# ---- block 1 ----
Block 1, supply network:
The bar under the picture is 10 µm long. Pins as bars on the die edge.
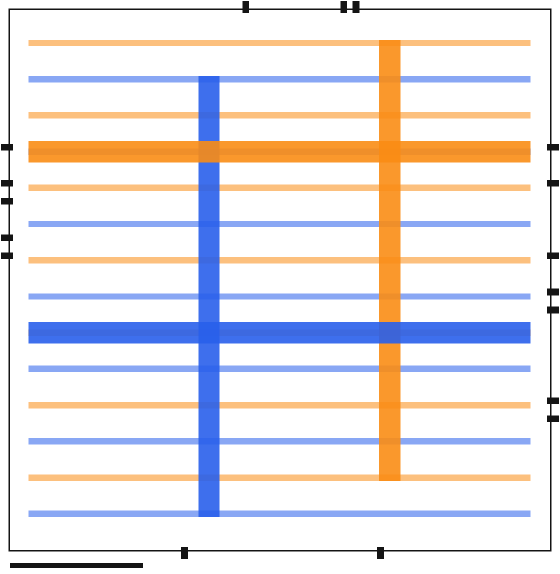
[src/rtl/aes_round_scheduler.sv]
// AES round scheduler: arbitrates encrypt/decrypt requesters onto one shared
// round datapath and sequences round-key indices, load/last strobes and the
// done pulses for each job.
module aes_round_scheduler #(
  parameter int NK = 8,
  parameter int NR = NK + 6
) (
  input  logic       clk,
  input  logic       rst,
  input  logic       enc_req,
  input  logic       dec_req,
  input  logic       hold,
  output logic       enc_gnt,
  output logic       dec_gnt,
  output logic       busy,
  output logic       mode,
  output logic [3:0] round_idx,
  output logic       load,
  output logic       last,
  output logic       enc_done,
  output logic       dec_done
);

  typedef enum logic [2:0] {
    ST_IDLE  = 3'd0,
    ST_LOAD  = 3'd1,
    ST_ROUND = 3'd2,
    ST_FINAL = 3'd3,
    ST_DONE  = 3'd4
  } state_t;

  // Index of the final round key and of the last ROUND cycle for encrypt.
  localparam logic [3:0] NR_IDX   = 4'(NR);
  localparam logic [3:0] LAST_ENC = 4'(NR - 1);

  state_t     state_r, state_s;
  logic [3:0] idx_r, idx_s, step_s;
  logic       mode_r, mode_s;
  logic       last_served_r, last_served_s;   // 0 = encrypt, 1 = decrypt
  logic       grant_s;

  logic       enc_gnt_s, dec_gnt_s, busy_s, load_s, last_s, enc_done_s, dec_done_s;
  logic       enc_gnt_r, dec_gnt_r, busy_r, load_r, last_r, enc_done_r, dec_done_r;

  // Sequencing state: FSM state, round index, latched mode and arbitration history.
  always_ff @(posedge clk) begin
    if (rst) begin
      state_r       <= ST_IDLE;
      idx_r         <= 4'd0;
      mode_r        <= 1'b0;
      last_served_r <= 1'b1;
    end else begin
      state_r       <= state_s;
      idx_r         <= idx_s;
      mode_r        <= mode_s;
      last_served_r <= last_served_s;
    end
  end

  // Next state, next round index and round-robin arbitration.
  always_comb begin
    state_s       = state_r;
    idx_s         = idx_r;
    mode_s        = mode_r;
    last_served_s = last_served_r;
    grant_s       = 1'b0;
    // Encrypt walks the key schedule upwards, decrypt walks it downwards.
    if (mode_r) begin
      step_s = idx_r - 4'd1;
    end else begin
      step_s = idx_r + 4'd1;
    end
    case (state_r)
      ST_IDLE: begin
        idx_s = 4'd0;
        if (enc_req || dec_req) begin
          grant_s = 1'b1;
          if (enc_req && dec_req) begin
            mode_s = ~last_served_r;
          end else if (dec_req) begin
            mode_s = 1'b1;
          end else begin
            mode_s = 1'b0;
          end
          last_served_s = mode_s;
          state_s       = ST_LOAD;
          if (mode_s) begin
            idx_s = NR_IDX;
          end else begin
            idx_s = 4'd0;
          end
        end else begin
          state_s = ST_IDLE;
        end
      end
      ST_LOAD: begin
        if (hold) begin
          state_s = ST_LOAD;
        end else begin
          state_s = ST_ROUND;
          idx_s   = step_s;
        end
      end
      ST_ROUND: begin
        if (hold) begin
          state_s = ST_ROUND;
        end else begin
          idx_s = step_s;
          if (idx_r == (mode_r ? 4'd1 : LAST_ENC)) begin
            state_s = ST_FINAL;
          end else begin
            state_s = ST_ROUND;
          end
        end
      end
      ST_FINAL: begin
        if (hold) begin
          state_s = ST_FINAL;
        end else begin
          state_s = ST_DONE;
          idx_s   = 4'd0;
        end
      end
      ST_DONE: begin
        state_s = ST_IDLE;
        idx_s   = 4'd0;
      end
      default: begin
        state_s = ST_IDLE;
        idx_s   = 4'd0;
      end
    endcase
  end

  // Output decode from the upcoming state so every strobe leaves a flop.
  always_comb begin
    enc_gnt_s  = grant_s & ~mode_s;
    dec_gnt_s  = grant_s & mode_s;
    busy_s     = 1'b0;
    load_s     = 1'b0;
    last_s     = 1'b0;
    enc_done_s = 1'b0;
    dec_done_s = 1'b0;
    case (state_s)
      ST_LOAD: begin
        busy_s = 1'b1;
        load_s = 1'b1;
      end
      ST_ROUND: begin
        busy_s = 1'b1;
      end
      ST_FINAL: begin
        busy_s = 1'b1;
        last_s = 1'b1;
      end
      ST_DONE: begin
        enc_done_s = ~mode_s;
        dec_done_s = mode_s;
      end
      default: begin
        busy_s = 1'b0;
      end
    endcase
  end

  // Output register for the datapath and requester strobes.
  always_ff @(posedge clk) begin
    if (rst) begin
      enc_gnt_r  <= 1'b0;
      dec_gnt_r  <= 1'b0;
      busy_r     <= 1'b0;
      load_r     <= 1'b0;
      last_r     <= 1'b0;
      enc_done_r <= 1'b0;
      dec_done_r <= 1'b0;
    end else begin
      enc_gnt_r  <= enc_gnt_s;
      dec_gnt_r  <= dec_gnt_s;
      busy_r     <= busy_s;
      load_r     <= load_s;
      last_r     <= last_s;
      enc_done_r <= enc_done_s;
      dec_done_r <= dec_done_s;
    end
  end

  assign enc_gnt   = enc_gnt_r;
  assign dec_gnt   = dec_gnt_r;
  assign busy      = busy_r;
  assign mode      = mode_r;
  assign round_idx = idx_r;
  assign load      = load_r;
  assign last      = last_r;
  assign enc_done  = enc_done_r;
  assign dec_done  = dec_done_r;

endmodule

[config.mk]
export PLATFORM = sky130hd
export DESIGN_NAME = aes_round_scheduler
export DESIGN_NICKNAME = d
export VERILOG_FILES = /design/src/rtl/aes_round_scheduler.sv
export SDC_FILE = /design/constraint.sdc
export NUM_CORES = 1
export LEC_CHECK = 0
export CORE_UTILIZATION = 50
export CTS_BUF_LIST = sky130_fd_sc_hd__clkbuf_2 sky130_fd_sc_hd__clkbuf_4 sky130_fd_sc_hd__clkbuf_8
export CTS_CLUSTER_SIZE = 24
export DETAILED_ROUTE_END_ITERATION = 16
export MAX_ROUTING_LAYER = met4
export PLACE_DENSITY = 0.87
export REMOVE_ABC_BUFFERS = 1
export SYNTH_ARGS = -nofsm -noshare
export SYNTH_HDL_FRONTEND = slang
export SYNTH_SLANG_ARGS = --single-unit
[constraint.sdc]
create_clock -name clk -period 1.9 [get_ports clk]
set_clock_uncertainty 0.05 [all_clocks]
set_input_delay 0.19 -clock clk [delete_from_list [all_inputs] [get_ports clk]]
set_output_delay 0.19 -clock clk [all_outputs]
set_load 0.02 [all_outputs]
==> impl_metrics.toml <==
# generated from flow reports
[yosys]
aoi_share = 0.150
netlist.area_leader.share = 0.431
ys_sh_simple = 0.266
mux_area_frac = 0
avgSynthCellArea_um2 = 9.53
ys_area_um2 = 743
logic_family = "simple AND/OR/NAND/NOR gates"

[clocking]
cts_tree = "done"
cts_buffer_depth = 2

[cells_and_area]
largestClassByArea = "logic gates"
drive_above_1_share = 0.124
largest_register_ffs = 4
fill_cells = 106
clock_area_frac = 0.0383
ff_latch_area_um2 = 320
stdcell_area_um2 = 947
synthToLayoutAreaGrowth_pct = 27.4
post-route-util = 0.710

[sta]
hold_viol_final = 0
setup_viol = 0
hold_ws_ns = 0.483
slew_headroom = 0.708

[power]
comb_power_share = 0.289
p_clk_uw = 223
ir_drop_v = 0.000493
p_seq_frac = 0.458
intPower_uw = 607
power_combinational_uw = 255

[setup_path]
worst-endpoint-required_ns = 1.66
slowest_stage = "clkdlybuf4s50_1"
start_kind = "register"
startpoint = "mode$_SDFF_PP0_"
crit_arrival_ns = 1.44
worst-path-stages = 2
max_stage_delay_ns = 0.61

[drt]
vias = 649
dr.max_layer_used = "met4"
ant_nets = 0
viasPerCell = 5.79
dr_wl_met2_um = 795

[placement]
dp_hpwl_um = 1130
dp_slack_ns = 0.274

[min_path]
min_path_cells = 2
holdCritPathClass = "reg -> reg"

[die]
dieWidth_um = 40.6
chip_area_mm2 = 0.00164
nWellTaps = 15

[run_status]
outcome = "finished, final reports clean"
Notes on 'supply network' of block 1 above:
VSS -> blue
VDD -> orange
met1 rails = 14
rows = 13
met4 straps = 2
signal pins = 17


# ---- block 2 ----
**src/rtl/simple_dp_ram_clr_pkg.sv**
```systemverilog
// Shared definitions for the clearable simple dual-port RAM:
// FSM state encoding and the read/write collision mode selectors.
package simple_dp_ram_clr_pkg;

   typedef enum logic {
      ST_CLEAR = 1'b0,
      ST_READY = 1'b1
   } state_e;

   localparam int COLLISION_READ_FIRST  = 0;
   localparam int COLLISION_WRITE_FIRST = 1;

endpackage

```
**src/rtl/simple_dp_ram_clr.sv**
```systemverilog
// Simple dual-port RAM (one write port, one registered read port) with a
// hardware fill sequence that writes FILL to every entry after reset or on clear.
module simple_dp_ram_clr
   import simple_dp_ram_clr_pkg::*;
#(
   parameter int              SIZE           = 8,
   parameter int              DEPTH          = 16,
   parameter int              COLLISION      = COLLISION_READ_FIRST,
   parameter int              CLEAR_ON_RESET = 1,
   parameter logic [SIZE-1:0] FILL           = '0
) (
   input  logic                     clk,
   input  logic                     rst,
   input  logic [$clog2(DEPTH)-1:0] waddr,
   input  logic [SIZE-1:0]          write_data,
   input  logic                     write_en,
   input  logic [$clog2(DEPTH)-1:0] raddr,
   input  logic                     read_en,
   output logic [SIZE-1:0]          read_data,
   output logic                     read_valid,
   input  logic                     clear,
   output logic                     busy
);

   localparam int             AW        = $clog2(DEPTH);
   localparam logic [AW:0]    DEPTH_C   = (AW+1)'(DEPTH);
   localparam logic [AW-1:0]  LAST_C    = AW'(DEPTH - 1);
   localparam state_e         RST_STATE = (CLEAR_ON_RESET != 0) ? ST_CLEAR : ST_READY;

   state_e          state_q;
   logic [AW-1:0]   cnt_q;
   logic [SIZE-1:0] rdata_q;
   logic            rvalid_q;
   logic [SIZE-1:0] mem_q [DEPTH];

   logic            wr_in_range;
   logic            rd_in_range;
   logic            user_wr;
   logic            mem_we;
   logic [AW-1:0]   mem_waddr;
   logic [SIZE-1:0] mem_wdata;
   logic [SIZE-1:0] rdata_d;

   always_comb begin
      wr_in_range = ({1'b0, waddr} < DEPTH_C);
      rd_in_range = ({1'b0, raddr} < DEPTH_C);
      user_wr     = (state_q == ST_READY) && write_en && wr_in_range;
      // The fill owns the write port while clearing; reset blocks all writes.
      mem_we      = !rst && ((state_q == ST_CLEAR) || user_wr);
      mem_waddr   = (state_q == ST_CLEAR) ? cnt_q : waddr;
      mem_wdata   = (state_q == ST_CLEAR) ? FILL  : write_data;

      rdata_d = mem_q[raddr];
      if (!rd_in_range) begin
         rdata_d = FILL;
      end else if ((COLLISION == COLLISION_WRITE_FIRST) && user_wr && (waddr == raddr)) begin
         rdata_d = write_data;
      end
   end

   // No reset on the array so it maps onto block RAM.
   always_ff @(posedge clk) begin
      if (mem_we) begin
         mem_q[mem_waddr] <= mem_wdata;
      end
   end

   always_ff @(posedge clk) begin
      if (rst) begin
         state_q  <= RST_STATE;
         cnt_q    <= '0;
         rdata_q  <= '0;
         rvalid_q <= 1'b0;
      end else begin
         rvalid_q <= 1'b0;
         case (state_q)
            ST_CLEAR: begin
               if (cnt_q == LAST_C) begin
                  cnt_q   <= '0;
                  state_q <= ST_READY;
               end else begin
                  cnt_q <= cnt_q + 1'b1;
               end
            end
            default: begin
               if (read_en) begin
                  rdata_q  <= rdata_d;
                  rvalid_q <= 1'b1;
               end
               if (clear) begin
                  state_q <= ST_CLEAR;
                  cnt_q   <= '0;
               end
            end
         endcase
      end
   end

   assign read_data  = rdata_q;
   assign read_valid = rvalid_q;
   assign busy       = (state_q == ST_CLEAR);

endmodule

```
**config.mk**
```make
export PLATFORM = sky130hd
export DESIGN_NAME = simple_dp_ram_clr
export DESIGN_NICKNAME = d
export VERILOG_FILES = /design/src/rtl/simple_dp_ram_clr_pkg.sv /design/src/rtl/simple_dp_ram_clr.sv
export SDC_FILE = /design/constraint.sdc
export NUM_CORES = 1
export LEC_CHECK = 0
export ABC_AREA = 1
export ABC_CLOCK_PERIOD_IN_PS = 1800
export CAP_MARGIN = 30
export CORE_ASPECT_RATIO = 0.8
export CORE_MARGIN = 1.5
export CORE_UTILIZATION = 54
export CTS_CLUSTER_SIZE = 40
export DETAILED_ROUTE_END_ITERATION = 7
export PLACE_DENSITY = 0.79
export SLEW_MARGIN = 25
export SYNTH_ARGS = -nofsm -noshare
export SYNTH_HDL_FRONTEND = slang
export SYNTH_SLANG_ARGS = --single-unit
```
**constraint.sdc**
```tcl
create_clock -name clk -period 1.8 [get_ports clk]
set_input_delay 0.18 -clock clk [delete_from_list [all_inputs] [get_ports clk]]
set_output_delay 0.18 -clock clk [all_outputs]
set_load 0.01 [all_outputs]
```
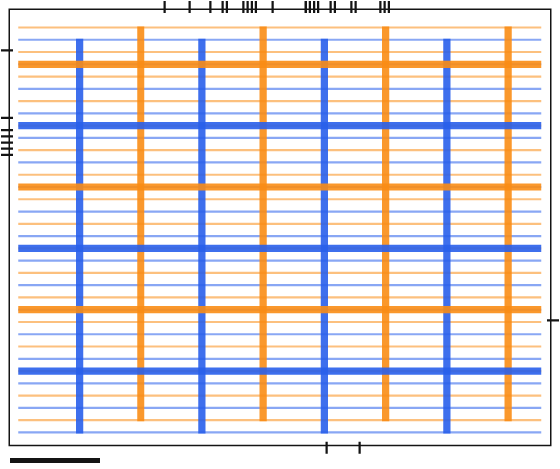
Block 2: supply network
The bar under the picture is 20 µm long. Pins as bars on the die edge.
VSS -> blue
VDD -> orange
met4 straps = 8
met1 rails = 34
rows = 33

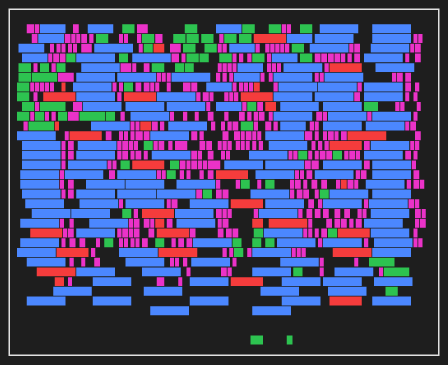
Block 2: placed cells, one color a class
clock drivers and dummy loads -> red  # cells 32, share of their area 9.1%
flops -> blue  # cells 142, share of their area 58%
other buffers and delay cells -> green  # cells 70, share of their area 9.5%
combinational and other logic -> magenta  # cells 379, share of their area 23%

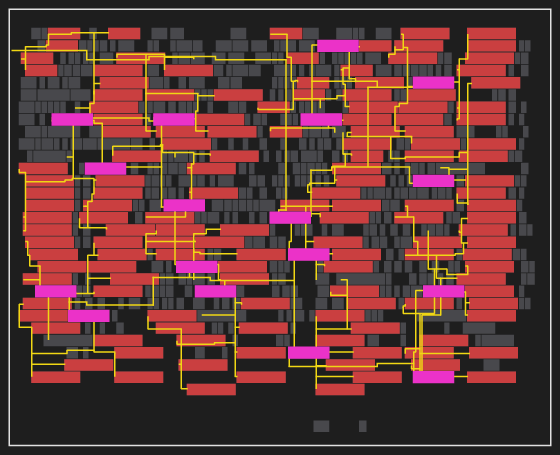
Block 2: clock distribution
clock wires -> yellow  # length 1490 µm
clock drivers -> magenta  # count 17
flip-flops -> red  # count 142
routed clock nets = 18

==> impl_metrics.toml <==
# generated from flow reports
[cells_and_area]
drive_above_1_share = 0.133
nClkBuffers = 17
final_cell_count_no_fill = 763
layout.nets = 632
clock_area_frac = 0.0887
post-route-util = 0.697

[sta]
fin_tns_setup_ns = 0
rsz0062_at_grt = "true"
hold_viol_final = 0
setup_viol = 0
tightest_slew_ns = 0.573

[drt]
ant_nets = 0
drt-wirelength-per-cell_um = 18.7

[yosys]
synth_cell_types = 22
top_cells_by_area = "edfxtp_1 65%, nand2_1 12%, nand3_1 9.2%"
synth_async_sr_flop_share = 0
avgSynthCellArea_um2 = 10.7
top_cell = "nand2_1"

[setup_path]
worst-path-stages = 7
critPathCaptureType = "register"
max_stage_delay_ns = 0.36

[clocking]
root_buffer = "clkbuf_16"

[power]
p_leak_nw = 2.93
total_power_mw = 7.77
swShare = 0.204
intPower_mw = 6.18
powerSeq_mw = 3.60

[global_routing]
grt_pass1_vias = 4064

[run_status]
outcome = "finished, final reports clean"

[die]
die_y_um = 96.4
ios = 31
dieWidth_um = 120


==> notes/layouts.md <==
Pictures saved along the way, in no particular order.

Signal wires by layer.
Plate I
The bar under the picture is 10 µm long.
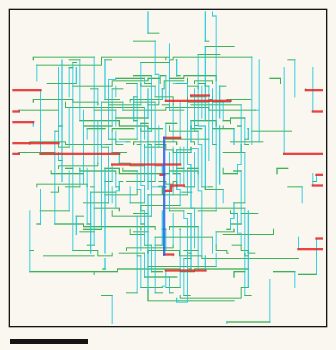
Plate II
The bar under the picture is 20 µm long.
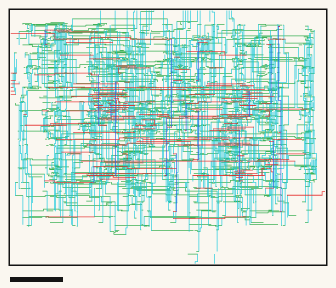
Block 2 is Plate II.
Block 1 is Plate I.
Of these, largest die: Plate II

Key to Plate I:
metal 3 -> red  # wire length 67.6 µm
metal 4 -> blue  # wire length 15.0 µm
metal 2 -> cyan  # wire length 796 µm
metal 1 -> green  # wire length 640 µm

